# ---- regfile_wb_arbiter ----
Fig. 1: regfile_wb_arbiter, met3 routing
Bar = 50 um.
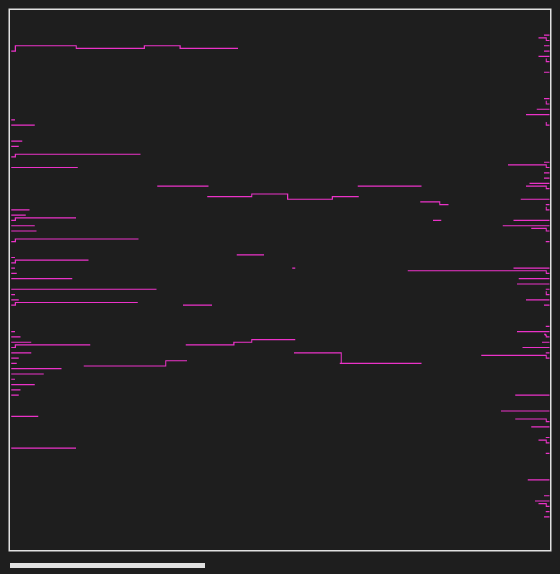

<file path="src/rtl/regfile_wb_arbiter.sv">
// Register-file writeback arbiter: integer results own the write port, FP results queue in a 2-entry FIFO.
// Optional per-register pending-FP-write tracking on `busy` is enabled by defining WB_BUSY_TRACK_EN.
module regfile_wb_arbiter (
    input  logic        clk,
    input  logic        reset_n,
    input  logic        int_we,
    input  logic [4:0]  int_rd,
    input  logic [31:0] int_result,
    input  logic        fp_valid,
    output logic        fp_ready,
    input  logic [4:0]  fp_rd,
    input  logic [31:0] fp_result,
    input  logic        issue_fp,
    input  logic [4:0]  issue_rd,
    output logic        we3,
    output logic [4:0]  a3,
    output logic [31:0] wd3,
    output logic [31:0] busy,
    output logic [1:0]  fifo_cnt
);

    logic [1:0][4:0]  rd_q, rd_d;
    logic [1:0][31:0] dat_q, dat_d;
    logic [1:0]       cnt_q, cnt_d;
    logic             we3_q, we3_d;
    logic [4:0]       a3_q, a3_d;
    logic [31:0]      wd3_q, wd3_d;

    logic             int_sel_s, accept_s, keep_s, pop_s, bypass_s, push_s;
    logic             fp_load_s;
    logic [4:0]       fp_load_rd_s;
    logic [1:0]       wr_idx_s;

    // Ready depends on occupancy alone so the FP unit never sees integer traffic.
    assign fp_ready  = (cnt_q < 2'd2);
    assign int_sel_s = int_we && (int_rd != 5'd0);
    assign accept_s  = fp_valid && fp_ready;
    assign keep_s    = accept_s && (fp_rd != 5'd0);
    assign pop_s     = !int_sel_s && (cnt_q != 2'd0);
    assign bypass_s  = !int_sel_s && (cnt_q == 2'd0) && keep_s;
    assign push_s    = keep_s && !bypass_s;
    assign wr_idx_s  = pop_s ? (cnt_q - 2'd1) : cnt_q;

    // Port selection and FIFO next state.
    always_comb begin
        rd_d         = rd_q;
        dat_d        = dat_q;
        cnt_d        = cnt_q;
        we3_d        = 1'b0;
        a3_d         = a3_q;
        wd3_d        = wd3_q;
        fp_load_s    = 1'b0;
        fp_load_rd_s = 5'd0;

        if (int_sel_s) begin
            we3_d = 1'b1;
            a3_d  = int_rd;
            wd3_d = int_result;
        end else if (pop_s) begin
            we3_d        = 1'b1;
            a3_d         = rd_q[0];
            wd3_d        = dat_q[0];
            fp_load_s    = 1'b1;
            fp_load_rd_s = rd_q[0];
        end else if (bypass_s) begin
            we3_d        = 1'b1;
            a3_d         = fp_rd;
            wd3_d        = fp_result;
            fp_load_s    = 1'b1;
            fp_load_rd_s = fp_rd;
        end else begin
            we3_d = 1'b0;
        end

        if (pop_s) begin
            rd_d[0]  = rd_q[1];
            dat_d[0] = dat_q[1];
        end else begin
            rd_d[0]  = rd_d[0];
        end

        // Push lands behind whatever survives this cycle's pop, keeping order.
        if (push_s) begin
            rd_d[wr_idx_s[0]]  = fp_rd;
            dat_d[wr_idx_s[0]] = fp_result;
        end else begin
            rd_d[1] = rd_d[1];
        end

        case ({push_s, pop_s})
            2'b10:   cnt_d = cnt_q + 2'd1;
            2'b01:   cnt_d = cnt_q - 2'd1;
            default: cnt_d = cnt_q;
        endcase
    end

    // Output port and FIFO state registers.
    always_ff @(posedge clk or negedge reset_n) begin
        if (!reset_n) begin
            rd_q  <= '0;
            dat_q <= '0;
            cnt_q <= 2'd0;
            we3_q <= 1'b0;
            a3_q  <= 5'd0;
            wd3_q <= 32'd0;
        end else begin
            rd_q  <= rd_d;
            dat_q <= dat_d;
            cnt_q <= cnt_d;
            we3_q <= we3_d;
            a3_q  <= a3_d;
            wd3_q <= wd3_d;
        end
    end

    assign we3      = we3_q;
    assign a3       = a3_q;
    assign wd3      = wd3_q;
    assign fifo_cnt = cnt_q;

`ifdef WB_BUSY_TRACK_EN
    logic [31:0] busy_q, busy_d, busy_set_s, busy_clr_s;

    // A new issue to the same register outranks the retiring write.
    always_comb begin
        busy_set_s = 32'd0;
        busy_clr_s = 32'd0;
        if (issue_fp && (issue_rd != 5'd0)) begin
            busy_set_s[issue_rd] = 1'b1;
        end else begin
            busy_set_s = 32'd0;
        end
        if (fp_load_s) begin
            busy_clr_s[fp_load_rd_s] = 1'b1;
        end else begin
            busy_clr_s = 32'd0;
        end
        busy_d    = (busy_q & ~busy_clr_s) | busy_set_s;
        busy_d[0] = 1'b0;
    end

    // Pending-write mask register.
    always_ff @(posedge clk or negedge reset_n) begin
        if (!reset_n) begin
            busy_q <= 32'd0;
        end else begin
            busy_q <= busy_d;
        end
    end

    assign busy = busy_q;
`else
    logic busy_unused_s;
    assign busy_unused_s = ^{issue_fp, issue_rd, fp_load_s, fp_load_rd_s};
    assign busy          = 32'd0;
`endif

endmodule

</file>
<file path="config.mk">
export PLATFORM = sky130hd
export DESIGN_NAME = regfile_wb_arbiter
export DESIGN_NICKNAME = d
export VERILOG_FILES = /design/src/rtl/regfile_wb_arbiter.sv
export SDC_FILE = /design/constraint.sdc
export NUM_CORES = 1
export LEC_CHECK = 0
export CAP_MARGIN = 10
export CORE_MARGIN = 1
export CORE_UTILIZATION = 32
export CTS_CLUSTER_SIZE = 8
export DETAILED_ROUTE_END_ITERATION = 7
export PLACE_DENSITY_LB_ADDON = 0.1
export SYNTH_ARGS = -nofsm -noshare
export SYNTH_HDL_FRONTEND = slang
export SYNTH_SLANG_ARGS = --single-unit
</file>
<file path="constraint.sdc">
create_clock -name clk -period 3.2 [get_ports clk]
set_input_delay 0.32 -clock clk [delete_from_list [all_inputs] [get_ports clk]]
set_output_delay 0.32 -clock clk [all_outputs]
set_load 0.01 [all_outputs]
</file>
# ---- mem_port_arbiter ----
[config.mk]
export PLATFORM = sky130hd
export DESIGN_NAME = mem_port_arbiter
export DESIGN_NICKNAME = d
export VERILOG_FILES = /design/src/rtl/mem_port_arbiter_pkg.sv /design/src/rtl/mem_port_arbiter_starve_counter.sv /design/src/rtl/mem_port_arbiter.sv
export SDC_FILE = /design/constraint.sdc
export NUM_CORES = 1
export LEC_CHECK = 0
export CORE_MARGIN = 2
export CORE_UTILIZATION = 43
export CTS_CLUSTER_DIAMETER = 50
export CTS_CLUSTER_SIZE = 8
export DETAILED_ROUTE_END_ITERATION = 7
export PLACE_DENSITY = 0.82
export SLEW_MARGIN = 20
export SYNTH_ARGS = -nofsm -noshare
export SYNTH_HDL_FRONTEND = slang
export SYNTH_SLANG_ARGS = --single-unit
[constraint.sdc]
create_clock -name clk -period 3.1 [get_ports clk]
set_input_delay 0.62 -clock clk [delete_from_list [all_inputs] [get_ports clk]]
set_output_delay 0.62 -clock clk [all_outputs]
set_load 0.01 [all_outputs]
[src/rtl/mem_port_arbiter_pkg.sv]
//==============================================================================
// Module      : mem_port_arbiter_pkg
// Description : Shared pipeline definitions for the memory port arbiter:
//               arbiter state encoding, data-streak default and a width helper.
// Revision    : 1.0 - initial release
//==============================================================================
`default_nettype none

package mem_port_arbiter_pkg;

    // Consecutive data grants tolerated while a fetch is waiting.
    localparam int MAX_D_STREAK_DEFAULT = 4;

    // Arbiter states: idle, fetch access in progress, data access in progress.
    typedef enum logic [1:0] {
        IDLE   = 2'd0,
        BUSY_I = 2'd1,
        BUSY_D = 2'd2
    } arbState_t;

    // Counter width able to hold 0..maxCount, never narrower than one bit.
    function automatic int streakWidth(input int maxCount);
        return (maxCount < 1) ? 1 : $clog2(maxCount + 1);
    endfunction

endpackage

`default_nettype wire

[src/rtl/mem_port_arbiter_starve_counter.sv]
//==============================================================================
// Module      : starve_counter
// Description : Saturating count of back-to-back data grants taken while a
//               fetch is pending. Flags when the fetch must win arbitration.
// Revision    : 1.0 - initial release
//==============================================================================
`default_nettype none

module starve_counter
    import mem_port_arbiter_pkg::*;
#(
    parameter int MAX_COUNT = MAX_D_STREAK_DEFAULT,
    parameter int CNT_W     = streakWidth(MAX_COUNT)
) (
    input  logic clk,
    input  logic rst,
    input  logic incEn,
    input  logic clr,
    output logic atMax
);

    localparam logic [CNT_W-1:0] c_MAX_CNT = CNT_W'(MAX_COUNT);

    logic [CNT_W-1:0] r_cnt;

    // Clear has priority over increment; the count parks at the limit.
    always_ff @(posedge clk) begin
        if (rst) begin
            r_cnt <= '0;
        end else if (clr) begin
            r_cnt <= '0;
        end else if (incEn && (r_cnt != c_MAX_CNT)) begin
            r_cnt <= r_cnt + 1'b1;
        end
    end

    assign atMax = (r_cnt == c_MAX_CNT);

endmodule

`default_nettype wire

[src/rtl/mem_port_arbiter.sv]
//==============================================================================
// Module      : mem_port_arbiter
// Description : Single-port memory arbiter between instruction fetch and data
//               access. Data normally wins; a fetch is forced through after
//               MAX_D_STREAK consecutive data grants. Fetch results can be
//               dropped by a branch flush.
// Revision    : 1.0 - initial release
//==============================================================================
`default_nettype none

module mem_port_arbiter
    import mem_port_arbiter_pkg::*;
#(
    parameter int DATA_W       = 32,
    parameter int MAX_D_STREAK = MAX_D_STREAK_DEFAULT
) (
    input  logic              clk,
    input  logic              rst,
    input  logic              if_req,
    input  logic [DATA_W-1:0] if_addr,
    input  logic              branch_taken,
    input  logic              d_req,
    input  logic              d_we,
    input  logic [DATA_W-1:0] d_addr,
    input  logic [DATA_W-1:0] d_wdata,
    input  logic [DATA_W-1:0] mem_rdata,
    input  logic              mem_ready,
    output logic              mem_req,
    output logic              mem_we,
    output logic [DATA_W-1:0] mem_addr,
    output logic [DATA_W-1:0] mem_wdata,
    output logic [DATA_W-1:0] if_instr,
    output logic              if_valid,
    output logic [DATA_W-1:0] d_rdata,
    output logic              d_valid,
    output logic              freeze_if,
    output logic              stall_mem
);

    arbState_t         r_state;
    arbState_t         w_nextState;
    logic              w_grantI;
    logic              w_grantD;
    logic              w_streakAtMax;
    logic              r_drop;
    logic              r_memWe;
    logic [DATA_W-1:0] r_memAddr;
    logic [DATA_W-1:0] r_memWdata;
    logic              r_ifValid;
    logic [DATA_W-1:0] r_ifInstr;
    logic              r_dValid;
    logic [DATA_W-1:0] r_dRdata;

    // Streak of data grants taken at the expense of a waiting fetch.
    starve_counter #(
        .MAX_COUNT (MAX_D_STREAK)
    ) u_starve_counter (
        .clk   (clk),
        .rst   (rst),
        .incEn (w_grantD & if_req),
        .clr   (~if_req | w_grantI),
        .atMax (w_streakAtMax)
    );

    // State register.
    always_ff @(posedge clk) begin
        if (rst) begin
            r_state <= IDLE;
        end else begin
            r_state <= w_nextState;
        end
    end

    // Arbitration and completion: data first unless the fetch has starved.
    always_comb begin
        w_nextState = r_state;
        w_grantI    = 1'b0;
        w_grantD    = 1'b0;
        case (r_state)
            IDLE: begin
                if (d_req && !(if_req && w_streakAtMax)) begin
                    w_grantD    = 1'b1;
                    w_nextState = BUSY_D;
                end else if (if_req) begin
                    w_grantI    = 1'b1;
                    w_nextState = BUSY_I;
                end
            end
            BUSY_I, BUSY_D: begin
                if (mem_ready) begin
                    w_nextState = IDLE;
                end
            end
            default: w_nextState = IDLE;
        endcase
    end

    // Access attributes latched at grant, held stable for the whole access.
    always_ff @(posedge clk) begin
        if (rst) begin
            r_memAddr  <= '0;
            r_memWe    <= 1'b0;
            r_memWdata <= '0;
        end else if (w_grantD) begin
            r_memAddr  <= d_addr;
            r_memWe    <= d_we;
            r_memWdata <= d_wdata;
        end else if (w_grantI) begin
            r_memAddr  <= if_addr;
            r_memWe    <= 1'b0;
            r_memWdata <= '0;
        end
    end

    // A flush during a fetch (or on its completion cycle) discards the result.
    always_ff @(posedge clk) begin
        if (rst) begin
            r_drop <= 1'b0;
        end else if (r_state == BUSY_I) begin
            r_drop <= mem_ready ? 1'b0 : (r_drop | branch_taken);
        end else begin
            r_drop <= 1'b0;
        end
    end

    // Completion pulses with read data captured; data outputs hold otherwise.
    always_ff @(posedge clk) begin
        if (rst) begin
            r_ifValid <= 1'b0;
            r_ifInstr <= '0;
            r_dValid  <= 1'b0;
            r_dRdata  <= '0;
        end else begin
            r_ifValid <= 1'b0;
            r_dValid  <= 1'b0;
            if ((r_state == BUSY_I) && mem_ready && !r_drop && !branch_taken) begin
                r_ifValid <= 1'b1;
                r_ifInstr <= mem_rdata;
            end
            if ((r_state == BUSY_D) && mem_ready) begin
                r_dValid <= 1'b1;
                r_dRdata <= mem_rdata;
            end
        end
    end

    assign mem_req   = (r_state != IDLE);
    assign mem_we    = r_memWe;
    assign mem_addr  = r_memAddr;
    assign mem_wdata = r_memWdata;
    assign if_valid  = r_ifValid;
    assign if_instr  = r_ifInstr;
    assign d_valid   = r_dValid;
    assign d_rdata   = r_dRdata;
    assign freeze_if = if_req & ~r_ifValid;
    assign stall_mem = d_req & ~r_dValid;

endmodule

`default_nettype wire

# ---- frac_sec_timestamp_flat ----
<file path="src/rtl/frac_sec_timestamp_if.sv">
// Tick/PPS/snapshot bundle between the timestamp core (slave) and its driver/reader (master).
// The holdover status line exists only when FRAC_SEC_HOLDOVER_EN is defined.
interface frac_sec_timestamp_if #(
  parameter int TICK_W = 8,
  parameter int CYC_W  = 32,
  parameter int SEC_W  = 32
);
  logic              ce;
  logic              new_count;
  logic              pps_sync;
  logic              snap;
  logic              snap_valid;
  logic [SEC_W-1:0]  snap_sec;
  logic [TICK_W-1:0] snap_tick;
  logic [CYC_W-1:0]  snap_cyc;
  logic              snap_locked;
  logic [CYC_W-1:0]  period_meas;
  logic              sec_pulse;
  logic              locked;
  logic [7:0]        slip_cnt;
  logic [1:0]        state;
`ifdef FRAC_SEC_HOLDOVER_EN
  logic              holdover;
`endif

  modport master (
    output ce, new_count, pps_sync, snap,
    input  snap_valid, snap_sec, snap_tick, snap_cyc, snap_locked,
    input  period_meas, sec_pulse, locked, slip_cnt, state
`ifdef FRAC_SEC_HOLDOVER_EN
    , input holdover
`endif
  );

  modport slave (
    input  ce, new_count, pps_sync, snap,
    output snap_valid, snap_sec, snap_tick, snap_cyc, snap_locked,
    output period_meas, sec_pulse, locked, slip_cnt, state
`ifdef FRAC_SEC_HOLDOVER_EN
    , output holdover
`endif
  );
endinterface

</file>
<file path="src/rtl/frac_sec_timestamp.sv">
// Tick-driven sec/tick/cycle timestamp with PPS alignment, lock FSM and snapshot read; all outputs registered (1 cycle), no backpressure, ce stalls everything.
// Optional FRAC_SEC_HOLDOVER_EN bridges up to MAX_HOLD missing ticks with synthetic ones before declaring LOST.
module frac_sec_timestamp #(
  parameter int TICKS_PER_SEC = 100,
  parameter int TICK_W        = 8,
  parameter int CYC_W         = 32,
  parameter int SEC_W         = 32,
  parameter int TIMEOUT_CYC   = 2000000
`ifdef FRAC_SEC_HOLDOVER_EN
  , parameter int MAX_HOLD    = 4
`endif
) (
  input logic                 clk,
  input logic                 hard_rst_n,
  frac_sec_timestamp_if.slave bus
);
  typedef enum logic [1:0] {IDLE = 2'b00, ALIGN = 2'b01, RUN = 2'b10, LOST = 2'b11} state_t;

  localparam logic [TICK_W-1:0] TICK_LAST = TICK_W'(TICKS_PER_SEC - 1);
  localparam logic [CYC_W-1:0]  CYC_TO    = CYC_W'(TIMEOUT_CYC - 1);
  localparam logic [CYC_W-1:0]  CYC_MAX   = '1;

  state_t            r_state;
  logic [SEC_W-1:0]  r_sec;
  logic [TICK_W-1:0] r_tick;
  logic [CYC_W-1:0]  r_cyc;
  logic [CYC_W-1:0]  r_period;
  logic [7:0]        r_slip;
  logic              r_locked;
  logic              r_sec_pulse;
  logic              r_snap_valid;
  logic [SEC_W-1:0]  r_snap_sec;
  logic [TICK_W-1:0] r_snap_tick;
  logic [CYC_W-1:0]  r_snap_cyc;
  logic              r_snap_locked;
`ifdef FRAC_SEC_HOLDOVER_EN
  localparam int                HOLD_W   = $clog2(MAX_HOLD + 1);
  localparam logic [HOLD_W-1:0] HOLD_MAX = HOLD_W'(MAX_HOLD);
  logic [HOLD_W-1:0] r_hold;
`endif

  logic              w_wrap;
  logic [TICK_W-1:0] w_tick_adv;
  logic [SEC_W-1:0]  w_sec_inc;
  logic [CYC_W-1:0]  w_cyc_inc;
  logic [CYC_W-1:0]  w_cyc_p1;
  logic [7:0]        w_slip_inc;

  assign w_wrap     = (r_tick == TICK_LAST);
  assign w_tick_adv = w_wrap ? '0 : r_tick + TICK_W'(1);
  assign w_sec_inc  = r_sec + SEC_W'(1);
  assign w_cyc_inc  = (r_cyc == CYC_MAX) ? r_cyc : r_cyc + CYC_W'(1);
  assign w_cyc_p1   = r_cyc + CYC_W'(1);
  assign w_slip_inc = (r_slip == 8'hFF) ? r_slip : r_slip + 8'd1;

  always_ff @(posedge clk or negedge hard_rst_n) begin
    if (!hard_rst_n) begin
      r_state       <= IDLE;
      r_sec         <= '0;
      r_tick        <= '0;
      r_cyc         <= '0;
      r_period      <= '0;
      r_slip        <= '0;
      r_locked      <= 1'b0;
      r_sec_pulse   <= 1'b0;
      r_snap_valid  <= 1'b0;
      r_snap_sec    <= '0;
      r_snap_tick   <= '0;
      r_snap_cyc    <= '0;
      r_snap_locked <= 1'b0;
`ifdef FRAC_SEC_HOLDOVER_EN
      r_hold        <= '0;
`endif
    end else if (!bus.ce) begin
      r_sec_pulse  <= 1'b0;
      r_snap_valid <= 1'b0;
    end else begin
      r_sec_pulse  <= 1'b0;
      r_snap_valid <= bus.snap;
      // Snapshot sees pre-edge values, even when a tick lands on the same edge.
      if (bus.snap) begin
        r_snap_sec    <= r_sec;
        r_snap_tick   <= r_tick;
        r_snap_cyc    <= r_cyc;
        r_snap_locked <= r_locked;
      end
      case (r_state)
        IDLE: begin
          if (bus.new_count) begin
            r_state <= ALIGN;
            r_cyc   <= '0;
          end
        end
        ALIGN: begin
          r_cyc <= w_cyc_inc;
          if (bus.new_count) begin
            r_cyc    <= '0;
            r_period <= w_cyc_p1;
          end
          if (bus.pps_sync) begin
            r_state  <= RUN;
            r_locked <= 1'b1;
            r_tick   <= '0;
            r_cyc    <= '0;
          end
        end
        RUN: begin
          r_cyc <= w_cyc_inc;
          if (bus.new_count) begin
            r_period <= w_cyc_p1;
`ifdef FRAC_SEC_HOLDOVER_EN
            r_hold   <= '0;
`endif
          end
          // A PPS that coincides with the wrapping tick is the same second boundary.
          if (bus.pps_sync && !(bus.new_count && w_wrap)) begin
            r_cyc <= '0;
            if (r_tick != '0) begin
              r_tick      <= '0;
              r_sec       <= w_sec_inc;
              r_sec_pulse <= 1'b1;
              r_slip      <= w_slip_inc;
            end
          end else if (bus.new_count) begin
            r_cyc  <= '0;
            r_tick <= w_tick_adv;
            if (w_wrap) begin
              r_sec       <= w_sec_inc;
              r_sec_pulse <= 1'b1;
            end
          end else if (r_cyc == CYC_TO) begin
`ifdef FRAC_SEC_HOLDOVER_EN
            if (r_hold == HOLD_MAX) begin
              r_state  <= LOST;
              r_locked <= 1'b0;
              r_hold   <= '0;
            end else begin
              r_cyc  <= '0;
              r_tick <= w_tick_adv;
              r_hold <= r_hold + HOLD_W'(1);
              if (w_wrap) begin
                r_sec       <= w_sec_inc;
                r_sec_pulse <= 1'b1;
              end
            end
`else
            r_state  <= LOST;
            r_locked <= 1'b0;
`endif
          end
        end
        LOST: begin
          r_cyc <= w_cyc_inc;
          if (bus.new_count) begin
            r_state  <= ALIGN;
            r_cyc    <= '0;
            r_period <= w_cyc_p1;
          end
        end
        default: r_state <= IDLE;
      endcase
    end
  end

  assign bus.snap_valid  = r_snap_valid;
  assign bus.snap_sec    = r_snap_sec;
  assign bus.snap_tick   = r_snap_tick;
  assign bus.snap_cyc    = r_snap_cyc;
  assign bus.snap_locked = r_snap_locked;
  assign bus.period_meas = r_period;
  assign bus.sec_pulse   = r_sec_pulse;
  assign bus.locked      = r_locked;
  assign bus.slip_cnt    = r_slip;
  assign bus.state       = r_state;
`ifdef FRAC_SEC_HOLDOVER_EN
  assign bus.holdover    = (r_hold != '0);
`endif
endmodule
</file>
<file path="src/flat_wrapper.sv">
// flat-port wrapper written by rule: the top's interface ports become plain ports
module frac_sec_timestamp_flat 
#(
  parameter int TICKS_PER_SEC = 100,
  parameter int TICK_W        = 8,
  parameter int CYC_W         = 32,
  parameter int SEC_W         = 32,
  parameter int TIMEOUT_CYC   = 2000000

)
  (clk, hard_rst_n, bus_ce, bus_new_count, bus_pps_sync, bus_snap, bus_snap_valid, bus_snap_sec, bus_snap_tick, bus_snap_cyc, bus_snap_locked, bus_period_meas, bus_sec_pulse, bus_locked, bus_slip_cnt, bus_state);
  frac_sec_timestamp_if #(.TICK_W(TICK_W), .CYC_W(CYC_W), .SEC_W(SEC_W)) bus_i ();
  input logic clk;
  input logic hard_rst_n;
  input wire logic [$bits(bus_i.ce)-1:0] bus_ce;
  input wire logic [$bits(bus_i.new_count)-1:0] bus_new_count;
  input wire logic [$bits(bus_i.pps_sync)-1:0] bus_pps_sync;
  input wire logic [$bits(bus_i.snap)-1:0] bus_snap;
  output wire logic [$bits(bus_i.snap_valid)-1:0] bus_snap_valid;
  output wire logic [$bits(bus_i.snap_sec)-1:0] bus_snap_sec;
  output wire logic [$bits(bus_i.snap_tick)-1:0] bus_snap_tick;
  output wire logic [$bits(bus_i.snap_cyc)-1:0] bus_snap_cyc;
  output wire logic [$bits(bus_i.snap_locked)-1:0] bus_snap_locked;
  output wire logic [$bits(bus_i.period_meas)-1:0] bus_period_meas;
  output wire logic [$bits(bus_i.sec_pulse)-1:0] bus_sec_pulse;
  output wire logic [$bits(bus_i.locked)-1:0] bus_locked;
  output wire logic [$bits(bus_i.slip_cnt)-1:0] bus_slip_cnt;
  output wire logic [$bits(bus_i.state)-1:0] bus_state;
  assign bus_i.ce = bus_ce;
  assign bus_i.new_count = bus_new_count;
  assign bus_i.pps_sync = bus_pps_sync;
  assign bus_i.snap = bus_snap;
  assign bus_snap_valid = bus_i.snap_valid;
  assign bus_snap_sec = bus_i.snap_sec;
  assign bus_snap_tick = bus_i.snap_tick;
  assign bus_snap_cyc = bus_i.snap_cyc;
  assign bus_snap_locked = bus_i.snap_locked;
  assign bus_period_meas = bus_i.period_meas;
  assign bus_sec_pulse = bus_i.sec_pulse;
  assign bus_locked = bus_i.locked;
  assign bus_slip_cnt = bus_i.slip_cnt;
  assign bus_state = bus_i.state;
  frac_sec_timestamp #(.TICKS_PER_SEC(TICKS_PER_SEC), .TICK_W(TICK_W), .CYC_W(CYC_W), .SEC_W(SEC_W), .TIMEOUT_CYC(TIMEOUT_CYC)) u_core (.clk(clk), .hard_rst_n(hard_rst_n), .bus(bus_i));
endmodule
</file>
<file path="config.mk">
export PLATFORM = sky130hd
export DESIGN_NAME = frac_sec_timestamp_flat
export DESIGN_NICKNAME = d
export VERILOG_FILES = /design/src/rtl/frac_sec_timestamp_if.sv /design/src/rtl/frac_sec_timestamp.sv /design/src/flat_wrapper.sv
export SDC_FILE = /design/constraint.sdc
export NUM_CORES = 1
export LEC_CHECK = 0
export ABC_AREA = 1
export CAP_MARGIN = 10
export CORE_ASPECT_RATIO = 1.5
export CORE_UTILIZATION = 56
export DETAILED_ROUTE_END_ITERATION = 6
export MAX_ROUTING_LAYER = met4
export PLACE_DENSITY = 0.89
export SYNTH_ARGS = -nofsm -noshare
export SYNTH_HDL_FRONTEND = slang
export SYNTH_SLANG_ARGS = --single-unit
</file>
<file path="constraint.sdc">
create_clock -name clk -period 2.3 [get_ports clk]
set_input_delay 0.23 -clock clk [delete_from_list [all_inputs] [get_ports clk]]
set_output_delay 0.23 -clock clk [all_outputs]
set_load 0.05 [all_outputs]
</file>
# ---- serial_uart_rx_fifo ----
### src/rtl/serial_uart_pkg.sv
// Shared definitions for the serial UART blocks: parity modes, receiver
// FSM state encoding and small elaboration-time helper functions.
package serial_uart_pkg;

  localparam int PAR_NONE = 0;
  localparam int PAR_ODD  = 1;
  localparam int PAR_EVEN = 2;

  localparam logic [2:0] ST_IDLE   = 3'd0;
  localparam logic [2:0] ST_START  = 3'd1;
  localparam logic [2:0] ST_DATA   = 3'd2;
  localparam logic [2:0] ST_PARITY = 3'd3;
  localparam logic [2:0] ST_STOP   = 3'd4;
  localparam logic [2:0] ST_PUSH   = 3'd5;

  // Number of bits needed to hold values 0..value-1 (never less than 1).
  function automatic int clog2(input int value);
    int result;
    int remaining;
    result    = 0;
    remaining = value - 1;
    while (remaining > 0) begin
      result++;
      remaining = remaining >> 1;
    end
    if (result < 1) result = 1;
    return result;
  endfunction

  // System clocks per serial bit period.
  function automatic int bit_ticks(input int clk_freq, input int baud_rate);
    return clk_freq / baud_rate;
  endfunction

endpackage

### src/rtl/serial_sync_fifo.sv
// Single-clock show-ahead FIFO: the head entry is presented on rdata while
// valid is high, and a pop simply advances to the next entry.
module serial_sync_fifo
  import serial_uart_pkg::*;
#(
  parameter int WIDTH = 8,
  parameter int DEPTH = 16
) (
  input  logic                   clk,
  input  logic                   rst_n,
  input  logic                   push,
  input  logic [WIDTH-1:0]       wdata,
  input  logic                   pop,
  output logic [WIDTH-1:0]       rdata,
  output logic                   valid,
  output logic                   full,
  output logic [clog2(DEPTH):0]  count
);

  localparam int AW = clog2(DEPTH);
  localparam logic [AW:0] FULL_COUNT = (AW + 1)'(DEPTH);

  logic [WIDTH-1:0] mem [DEPTH];
  logic [AW-1:0]    wr_ptr;
  logic [AW-1:0]    rd_ptr;
  logic             do_push;
  logic             do_pop;

  assign valid   = (count != '0);
  assign full    = (count == FULL_COUNT);
  assign do_pop  = pop & valid;
  // A pop in the same cycle frees the slot, so a push on a full FIFO still lands.
  assign do_push = push & (~full | do_pop);
  assign rdata   = valid ? mem[rd_ptr] : '0;

  // Storage array; contents are only meaningful where count says so, so no reset.
  always_ff @(posedge clk) begin
    if (do_push) mem[wr_ptr] <= wdata;
  end

  // Pointers wrap naturally at the power-of-two depth; count tracks occupancy.
  always_ff @(posedge clk or negedge rst_n) begin
    if (!rst_n) begin
      wr_ptr <= '0;
      rd_ptr <= '0;
      count  <= '0;
    end else begin
      if (do_push) wr_ptr <= wr_ptr + 1'b1;
      if (do_pop)  rd_ptr <= rd_ptr + 1'b1;
      case ({do_push, do_pop})
        2'b10:   count <= count + 1'b1;
        2'b01:   count <= count - 1'b1;
        default: count <= count;
      endcase
    end
  end

endmodule

### src/rtl/serial_uart_rx_fifo.sv
// UART receiver with 3-sample majority voting, per-character parity and
// framing tags, a show-ahead receive FIFO and CTS flow control.
module serial_uart_rx_fifo
  import serial_uart_pkg::*;
#(
  parameter int CLK_FREQ   = 50000000,
  parameter int BAUD_RATE  = 115200,
  parameter int DATA_BITS  = 8,
  parameter int PARITY     = 2,
  parameter int STOP_BITS  = 1,
  parameter int FIFO_DEPTH = 16,
  parameter int CTS_MARGIN = 4
) (
  input  logic                 clk,
  input  logic                 rst_n,
  input  logic                 rx,
  output logic [DATA_BITS-1:0] m_data,
  output logic                 m_perr,
  output logic                 m_ferr,
  output logic                 m_valid,
  input  logic                 m_ready,
  output logic                 cts,
  output logic                 overflow,
  input  logic                 ovf_clr,
  output logic                 brk
);

  localparam int BIT_TICKS = bit_ticks(CLK_FREQ, BAUD_RATE);
  localparam int MID       = BIT_TICKS / 2;
  localparam int TW        = clog2(BIT_TICKS);
  localparam int CW        = clog2(FIFO_DEPTH) + 1;
  localparam int EW        = DATA_BITS + 2;

  localparam logic [TW-1:0] T_EARLY = TW'(MID - 1);
  localparam logic [TW-1:0] T_MID   = TW'(MID);
  localparam logic [TW-1:0] T_LATE  = TW'(MID + 1);
  localparam logic [TW-1:0] T_LAST  = TW'(BIT_TICKS - 1);
  localparam logic [3:0]    DATA_LAST = 4'(DATA_BITS - 1);
  localparam logic [3:0]    STOP_LAST = 4'(STOP_BITS - 1);
  localparam logic [CW-1:0] CTS_LIMIT = CW'(FIFO_DEPTH - CTS_MARGIN);

  logic                 rx_meta;
  logic                 rx_sync;
  logic                 rx_prev;
  logic [2:0]           state;
  logic [TW-1:0]        tick;
  logic [3:0]           bit_cnt;
  logic                 s_early;
  logic                 s_mid;
  logic                 vote;
  logic                 sample_now;
  logic                 tick_last;
  logic [DATA_BITS-1:0] data_sr;
  logic                 par_bit;
  logic                 ferr_acc;
  logic                 perr_calc;
  logic                 push;
  logic                 pop;
  logic                 fifo_full;
  logic [CW-1:0]        fifo_count;
  logic [EW-1:0]        fifo_rdata;

  // Synchroniser and edge history; all three reset low so that a line held
  // low across reset release never looks like a fresh start edge.
  always_ff @(posedge clk or negedge rst_n) begin
    if (!rst_n) begin
      rx_meta <= 1'b0;
      rx_sync <= 1'b0;
      rx_prev <= 1'b0;
    end else begin
      rx_meta <= rx;
      rx_sync <= rx_meta;
      rx_prev <= rx_sync;
    end
  end

  assign tick_last  = (tick == T_LAST);
  assign sample_now = (tick == T_LATE);
  assign vote       = (s_early & s_mid) | (s_early & rx_sync) | (s_mid & rx_sync);

  // Receiver FSM with bit-period tick counter, bit counter and data capture.
  always_ff @(posedge clk or negedge rst_n) begin
    if (!rst_n) begin
      state    <= ST_IDLE;
      tick     <= '0;
      bit_cnt  <= '0;
      s_early  <= 1'b0;
      s_mid    <= 1'b0;
      data_sr  <= '0;
      par_bit  <= 1'b0;
      ferr_acc <= 1'b0;
    end else begin
      tick <= tick_last ? '0 : tick + 1'b1;
      if (tick == T_EARLY) s_early <= rx_sync;
      if (tick == T_MID)   s_mid   <= rx_sync;
      case (state)
        ST_IDLE: begin
          tick <= '0;
          if (rx_prev && !rx_sync) begin
            state    <= ST_START;
            bit_cnt  <= '0;
            ferr_acc <= 1'b0;
          end
        end
        ST_START: begin
          if (sample_now && vote) begin
            state <= ST_IDLE;
            tick  <= '0;
          end else if (tick_last) begin
            state   <= ST_DATA;
            bit_cnt <= '0;
          end
        end
        ST_DATA: begin
          if (sample_now) data_sr <= {vote, data_sr[DATA_BITS-1:1]};
          if (tick_last) begin
            if (bit_cnt == DATA_LAST) begin
              state   <= (PARITY != PAR_NONE) ? ST_PARITY : ST_STOP;
              bit_cnt <= '0;
            end else begin
              bit_cnt <= bit_cnt + 1'b1;
            end
          end
        end
        ST_PARITY: begin
          if (sample_now) par_bit <= vote;
          if (tick_last) begin
            state   <= ST_STOP;
            bit_cnt <= '0;
          end
        end
        ST_STOP: begin
          if (sample_now && !vote) ferr_acc <= 1'b1;
          if (sample_now && bit_cnt == STOP_LAST) begin
            state   <= ST_PUSH;
            tick    <= '0;
            bit_cnt <= '0;
          end else if (tick_last) begin
            bit_cnt <= bit_cnt + 1'b1;
          end
        end
        ST_PUSH: begin
          state <= ST_IDLE;
          tick  <= '0;
        end
        default: begin
          state <= ST_IDLE;
          tick  <= '0;
        end
      endcase
    end
  end

  // Parity check result for the character just assembled.
  always_comb begin
    perr_calc = 1'b0;
    if (PARITY == PAR_EVEN)     perr_calc = ^{data_sr, par_bit};
    else if (PARITY == PAR_ODD) perr_calc = ~^{data_sr, par_bit};
  end

  assign push = (state == ST_PUSH);
  assign pop  = m_valid & m_ready;
  assign brk  = push && (data_sr == '0) && ferr_acc;

  serial_sync_fifo #(
    .WIDTH (EW),
    .DEPTH (FIFO_DEPTH)
  ) u_fifo (
    .clk   (clk),
    .rst_n (rst_n),
    .push  (push),
    .wdata ({ferr_acc, perr_calc, data_sr}),
    .pop   (pop),
    .rdata (fifo_rdata),
    .valid (m_valid),
    .full  (fifo_full),
    .count (fifo_count)
  );

  assign {m_ferr, m_perr, m_data} = fifo_rdata;

  // Sticky overflow (a new drop beats a clear) and registered CTS from free space.
  always_ff @(posedge clk or negedge rst_n) begin
    if (!rst_n) begin
      overflow <= 1'b0;
      cts      <= 1'b0;
    end else begin
      if (push && fifo_full && !pop) overflow <= 1'b1;
      else if (ovf_clr)              overflow <= 1'b0;
      cts <= (fifo_count <= CTS_LIMIT);
    end
  end

endmodule

### config.mk
export PLATFORM = sky130hd
export DESIGN_NAME = serial_uart_rx_fifo
export DESIGN_NICKNAME = d
export VERILOG_FILES = /design/src/rtl/serial_uart_pkg.sv /design/src/rtl/serial_sync_fifo.sv /design/src/rtl/serial_uart_rx_fifo.sv
export SDC_FILE = /design/constraint.sdc
export NUM_CORES = 1
export LEC_CHECK = 0
export ABC_CLOCK_PERIOD_IN_PS = 3100
export CORE_ASPECT_RATIO = 0.6
export CORE_UTILIZATION = 35
export DETAILED_ROUTE_END_ITERATION = 10
export GPL_TIMING_DRIVEN = 0
export PLACE_DENSITY = 0.48
export SETUP_SLACK_MARGIN = 0.15
export SKIP_CTS_REPAIR_TIMING = 1
export SLEW_MARGIN = 40
export SYNTH_ARGS = -nofsm -noshare
export SYNTH_HDL_FRONTEND = slang
export SYNTH_SLANG_ARGS = --single-unit
### constraint.sdc
create_clock -name clk -period 3.1 [get_ports clk]
set_input_delay 0.62 -clock clk [delete_from_list [all_inputs] [get_ports clk]]
set_output_delay 0.62 -clock clk [all_outputs]
set_load 0.03 [all_outputs]
Fig. 2: frac_sec_timestamp_flat, clock nets
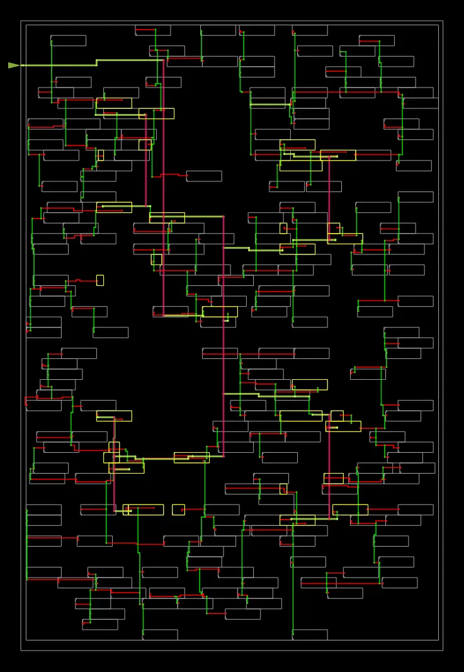
Num Clock Sinks: 190
Clk power: 2.94 mW

Fig. 3: frac_sec_timestamp_flat, placed cells, one colour a class
Fill, decap, tap and diode cells in grey.
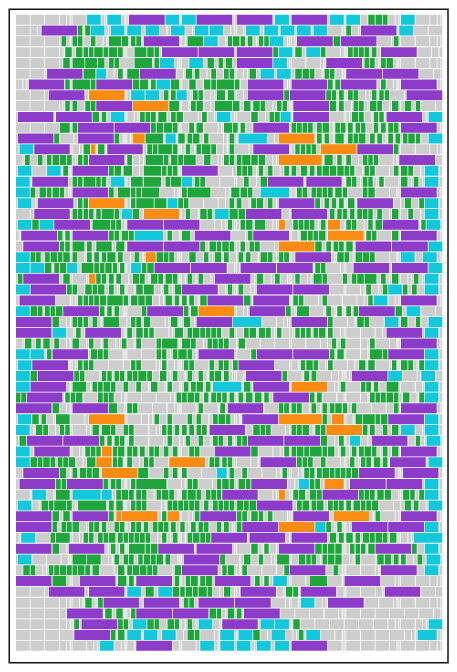
legend:
  combinational and other logic:
    colour: green
    cells: 1100
    share_of_their_area: 42%
  remaining buffers and delay cells:
    colour: cyan
    cells: 145
    share_of_their_area: 13%
  clock drivers and dummy loads:
    colour: orange
    cells: 32
    share_of_their_area: 5.0%
  sequential cells:
    colour: purple
    cells: 190
    share_of_their_area: 41%

==> impl_summary.log, frac_sec_timestamp_flat <==
[flow] collecting metrics
INFO  metric critPathCapture = u_core.r_cyc[24]$_DFFE_PN0P_
INFO  metric yosys.cell_types.count = 37
INFO  metric slew_viol_final = 0
INFO  metric yosys-top-cells-count = 510 x nand2_1, 190 x dfrtp_1, 135 x nor2_1
INFO  metric drv.max_cap_violation_count = 0
INFO  metric seq_share = 0.397
INFO  metric outcome = completed
INFO  metric ctsRootBufferMaster = clkbuf_16
INFO  metric yosys-dominant-comb-family = simple AND/OR/NAND/NOR gates
INFO  metric dpl.cell_count = 1647
INFO  metric clock_tree_from_tritoncts = yes
INFO  metric dr.first_iter.drc_count = 632
INFO  metric pwr-share-clk = 0.263
INFO  metric final_layout_top_logic_cell = nand2_1
INFO  metric p_seq = 4.37 mW
INFO  metric cp_slowest_cell = dfrtp_1
INFO  metric yosys.stat.chipArea = 0.00983 mm^2
INFO  metric tap-cell-count = 213
-- frac_sec_timestamp_flat: state kept, by name, summed over array words and instances (netlist names) --
register / cells
u_core.bus.period_meas: 32
u_core.bus.snap_cyc: 32
u_core.r_tick: 8
u_core.bus.sec_pulse: 1
u_core.bus.snap_locked: 1
u_core.bus.snap_tick: 8
u_core.bus.snap_sec: 32
u_core.bus.state: 2
u_core.r_sec: 32
u_core.bus.locked: 1
u_core.bus.slip_cnt: 8
u_core.r_cyc: 32
u_core.bus.snap_valid: 1
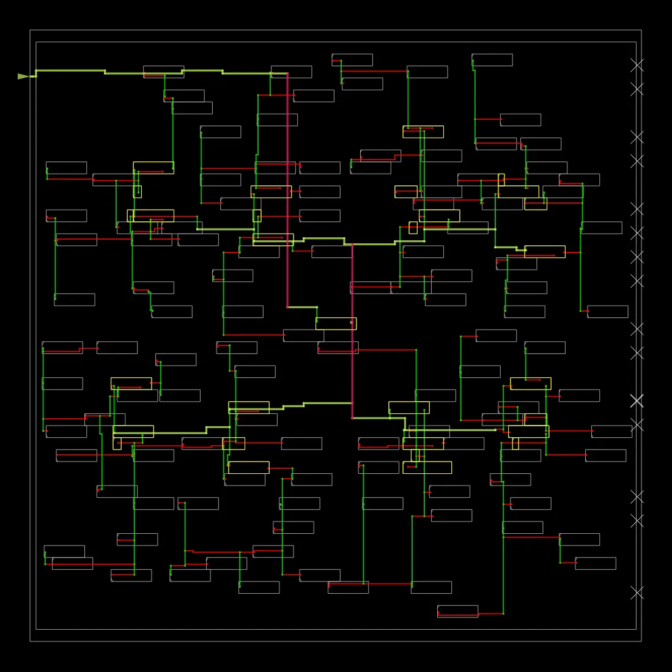
Fig. 4. Clock nets (regfile_wb_arbiter).
TritonCTS buffer count: 17
Num Clock Sinks: 114
Clk power: 1.76 mW
number of clock buffer instances in the layout: 24

Fig. 5: regfile_wb_arbiter, the metal 1 layer
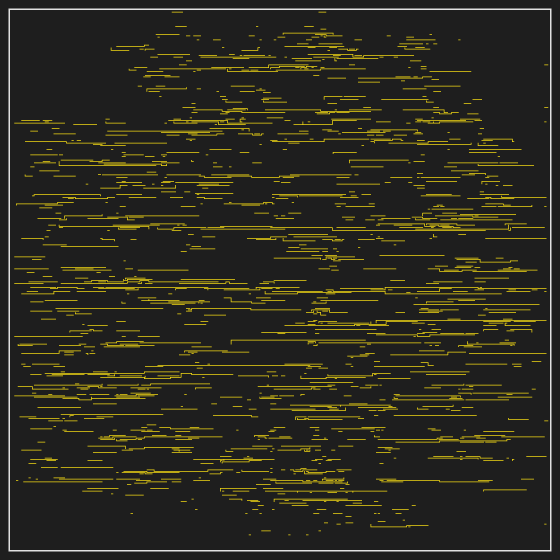
share of all routed wire: 44%
main direction: horizontal
longest straight run: 43.7 um
nets with wire on the layer: 523
wire length on this layer: 5900 um

About Fig. 1:
wire length on this layer: 826 um
longest straight run: 37.0 um
nets with wire on the layer: 92
main direction: horizontal
share of all routed wire: 6.1%
vias: 3669
met3 capacity usage during global routing: 0.0528
routed wire length: 13500 um

==> impl_summary.log, regfile_wb_arbiter <==
[flow] collecting metrics
INFO  metric report.final.hold_viol_count = 3
INFO  metric layout_min_cycle_time = 2.69 ns
INFO  metric final.hold.worst_slack = -0.0114 ns
INFO  metric clk_pin_slew_worst_paths = 0.05 ns
INFO  metric comb_total_area = 0.365
INFO  metric detail_route.drc_violations = 16
INFO  metric signal_buffers = 131
INFO  metric outcome = complete, but fails checks
INFO  metric synth-warning-count = 0
INFO  metric critPathCapture = dat_q[4]$_DFF_PN0_
INFO  metric violations = design-rule violations, negative hold slack
INFO  metric critPathRequiredTime = 3.48 ns
INFO  metric fp.dieW = 139 um
INFO  metric crit_start = fifo_cnt[0]$_DFFE_PN0P_
INFO  metric synth_area_per_cell = 14.2 um^2
INFO  metric maxClockFrequency = between 300 and 400 MHz
INFO  metric netsw = ~2.2 mW
## regfile_wb_arbiter: metrics by stage
step           total power [mW]   util  std cells  setup slack [ns]
2_1_floorplan              4.70      -        451             0.834
3_3_place_gp               5.71  0.404        756             0.373
3_5_place_dp               5.83  0.404        756             0.359
4_1_cts                    7.67  0.434        786             0.479
5_1_grt                    8.01  0.434        786             0.410
6_report                   7.51  0.434        786             0.509
## regfile_wb_arbiter: flip-flops by register name, indices dropped and copies added (netlist names)
name / count
rd_q: 10
dat_q: 64
wd3: 32
we3: 1
fifo_cnt: 2
a3: 5
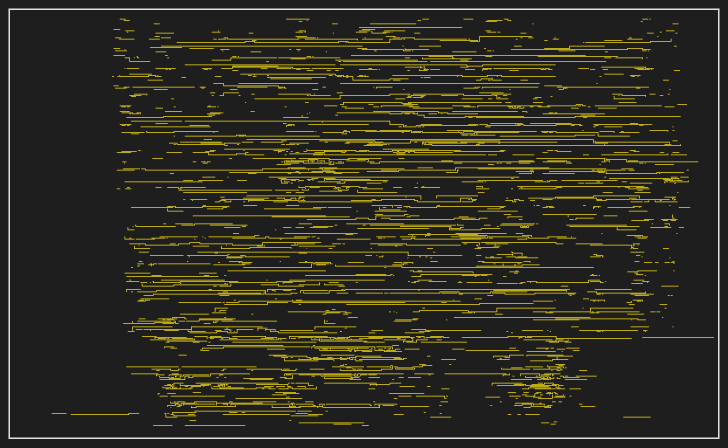
Fig. 6. The metal 1 layer (serial_uart_rx_fifo).
nets with wire on the layer: 551
longest straight run: 101 um
met1 demand-to-capacity share in global routing: 0.247
vias: 4538

==> impl_summary.log, serial_uart_rx_fifo <==
[flow] collecting metrics
INFO  metric dr.first_iter.drc_count = 282
INFO  metric critical_path.max_stage_delay = 0.56 ns
INFO  metric layout.nets = 586
INFO  metric critPathCapture = m_data[0]
INFO  metric post_synth_xor_area_fraction = 0.0281
INFO  metric clock_tree.buffer_depth = 3
INFO  metric power_frac_seq = 0.426
INFO  metric async_reset_ff_frac = 0.223
INFO  metric n_antenna_cell = 0
INFO  metric post_synth_inst_count = 507
INFO  metric timing.rr.start = u_fifo.count[2]$_DFFE_PN0P_
INFO  metric dr_wl_met3 = just over 900 um
INFO  metric outcome = completed
INFO  metric finalSetupViolations = 0
INFO  metric postLayoutSetupSlackWorst = 0.131 ns
INFO  metric globalRouteMet3Util = 0.0273
INFO  metric grtUsageMet2 = 0.218
INFO  metric r2r_end = u_fifo.count[4]$_DFFE_PN0P_
INFO  metric post_synth_and_or_nand_nor_area_fraction = 0.0671
INFO  metric classification_of_the_worst_slack_hold_path = in2async
INFO  metric final.hold.worst_slack = 0.00549 ns
INFO  metric yosysTopAreaCellShare = 0.551
INFO  metric post_synth_instance_area = 0.00871 mm^2
INFO  metric synthFlopType = edfxtp_1
INFO  metric yosys-top-cells-count = 160 x edfxtp_1, 46 x dfrtp_1, 40 x mux4_2
INFO  metric worst-slew-pin-transition = between 0.7 and 0.8 ns
## serial_uart_rx_fifo: kinds of logic (layout without fill, tap and decap cells)
kind of cell	Yosys count	in the layout
mux	74	74
buf+inv	36	111
fa+ha+maj	16	16
flops	206	206
compound gates	43	43
xor+xnor	28	28
simple gates	104	104
## serial_uart_rx_fifo: final cells by class
class | count | area (um^2)
buffer | 23 | 191
clock buffer | 25 | 583
clock inverter | 15 | 185
fill | 2116 | 13900
inverter | 13 | 48.8
multi-input combinational | 265 | 2700
sequential | 206 | 5960
tap | 322 | 403
timing repair buffer | 35 | 304
Fig. 7: mem_port_arbiter, the metal 1 layer
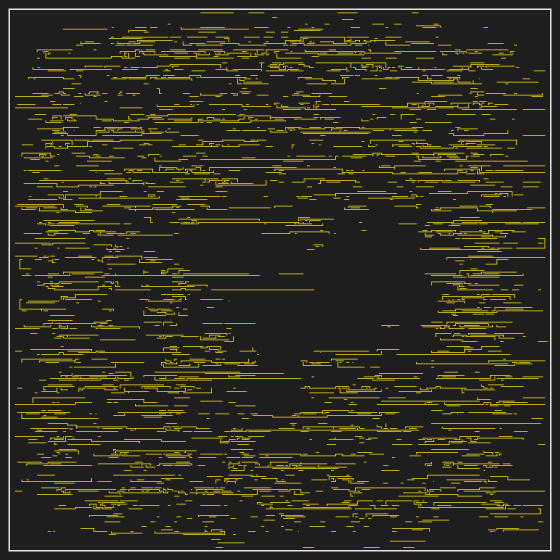
wire length on this layer: 6540 um
nets with wire on the layer: 871
main direction: horizontal
longest straight run: 36.3 um
share of all routed wire: 39%

==> impl_summary.log, mem_port_arbiter <==
[flow] collecting metrics
INFO  metric outcome = completed
INFO  metric dr.first_iter.drc_count = 464
INFO  metric clk_pin_slew_worst_paths = 0.06 ns
INFO  metric setup.worst_path.start_class = input pin
INFO  metric maxClockFrequency = 402 MHz
INFO  metric clk_latency = 0.41 ns
INFO  metric met1_demand_to_capacity_share_in_global_routing = 0.285
INFO  metric seq_share = 0.322
INFO  metric tap-cell-count = 147
INFO  metric holdPathEnd = d_rdata[14]$_SDFFE_PP0P_
INFO  metric ctsRootBufferMaster = clkbuf_16
INFO  metric yosysTopAreaCellShare = 0.527
INFO  metric totalPowerFinal = 4.76 mW
INFO  metric cell_taking_the_most_area_after_synthesis = dfxtp_1
INFO  metric holdPathStages = 2
INFO  metric worst-slew-pin-transition = 0.947 ns
INFO  metric min_from = d_rdata[14]$_SDFFE_PP0P_
INFO  metric wl_met1 = 6540 um
INFO  metric report.final.hold_viol_count = 0
INFO  metric crit_start = if_req
INFO  metric timing.rr.start = r_state[0]$_SDFFE_PP0P_
INFO  metric clock_sink_count = ~140
INFO  metric proportion_of_layout_cells_with_a_drive_suffix_above_1 = 0.0576
INFO  metric drtAntennaViolNets = 0
INFO  metric layout_min_cycle_time = 2.49 ns
-- mem_port_arbiter: sequential cells by signal, indices dropped and copies added (netlist names) --
register and cells:
if_instr 32, mem_wdata 32, if_valid 1, r_drop 1, d_valid 1, u_starve_counter.r_cnt 3, mem_we 1, d_rdata 32
r_state 2, mem_addr 32
-- mem_port_arbiter: worst max-delay path, cell delays in order --
cell and delay, ns:
clkdlybuf4s50_1 0.51, nor2b_1 0.16, clkdlybuf4s50_1 0.57

==> gallery <==
Met3 routing.
(a)
Bar = 50 um.
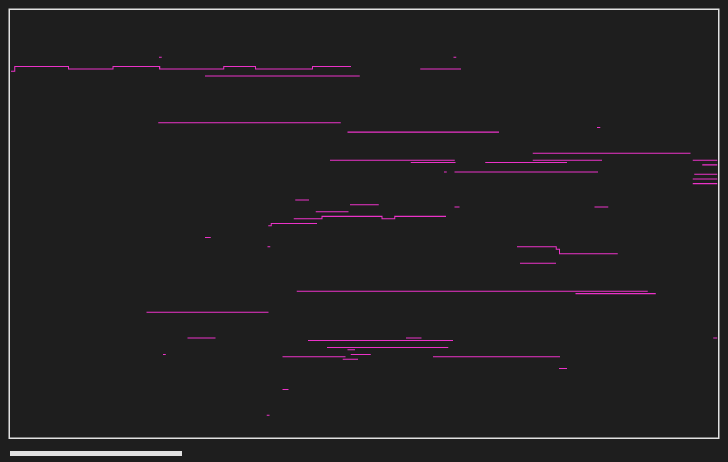
(b)
Bar = 20 um.
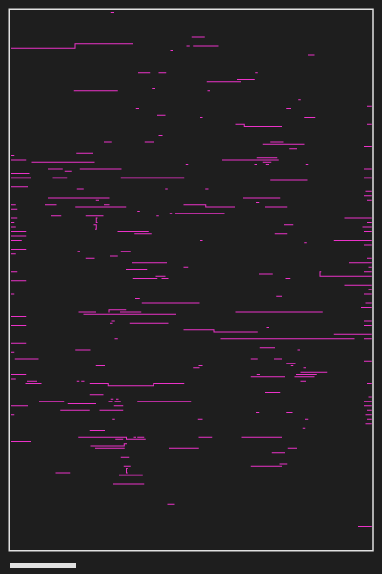
(c)
Bar = 20 um.
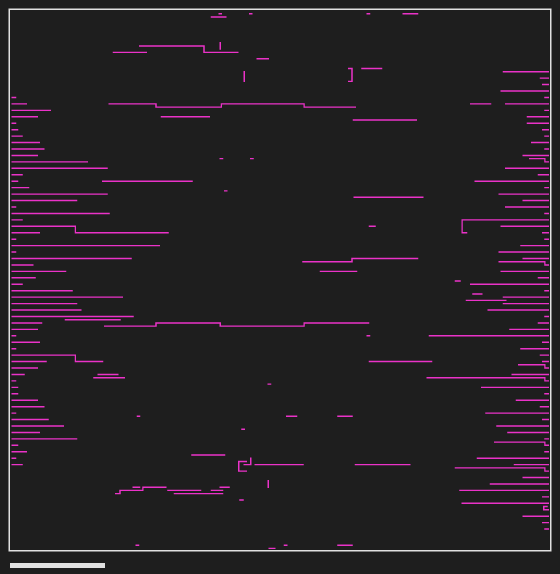
(a): serial_uart_rx_fifo
(b): frac_sec_timestamp_flat
(c): mem_port_arbiter
Of these, largest die: (a)
Of these, smallest die: (c)



==> gallery <==
Wiring heat map.
image #1
Bar = 20 um. 22 x 33 tiles, from dark blue (low) to red (high), scaled to the fullest tile. Values are wire area over tile area, all layers added.
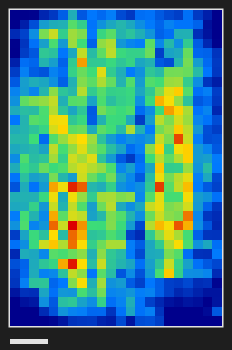
image #2
Bar = 50 um. 28 x 28 tiles, from dark blue (low) to red (high), scaled to the fullest tile. Values are wire area over tile area, all layers added.
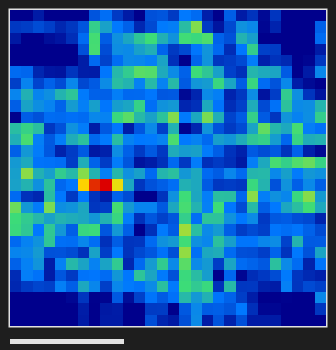
image #3
Bar = 20 um. 23 x 23 tiles, from dark blue (low) to red (high), scaled to the fullest tile. Values are wire area over tile area, all layers added.
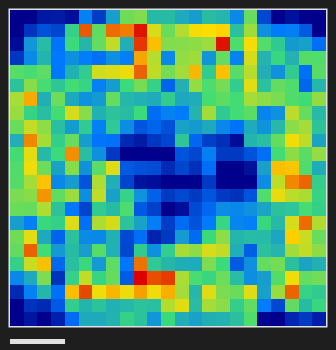
image #4
Bar = 50 um. 21 x 12 tiles, from dark blue (low) to red (high), scaled to the fullest tile. Values are wire area over tile area, all layers added.
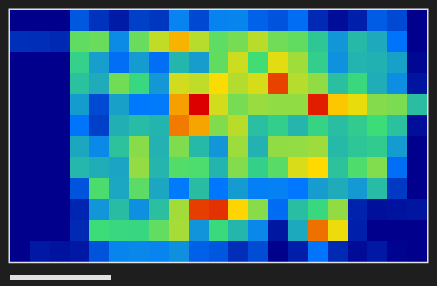
- regfile_wb_arbiter = image #2
- serial_uart_rx_fifo = image #4
- frac_sec_timestamp_flat = image #1
- mem_port_arbiter = image #3

Power and IR drop assume default switching activity.
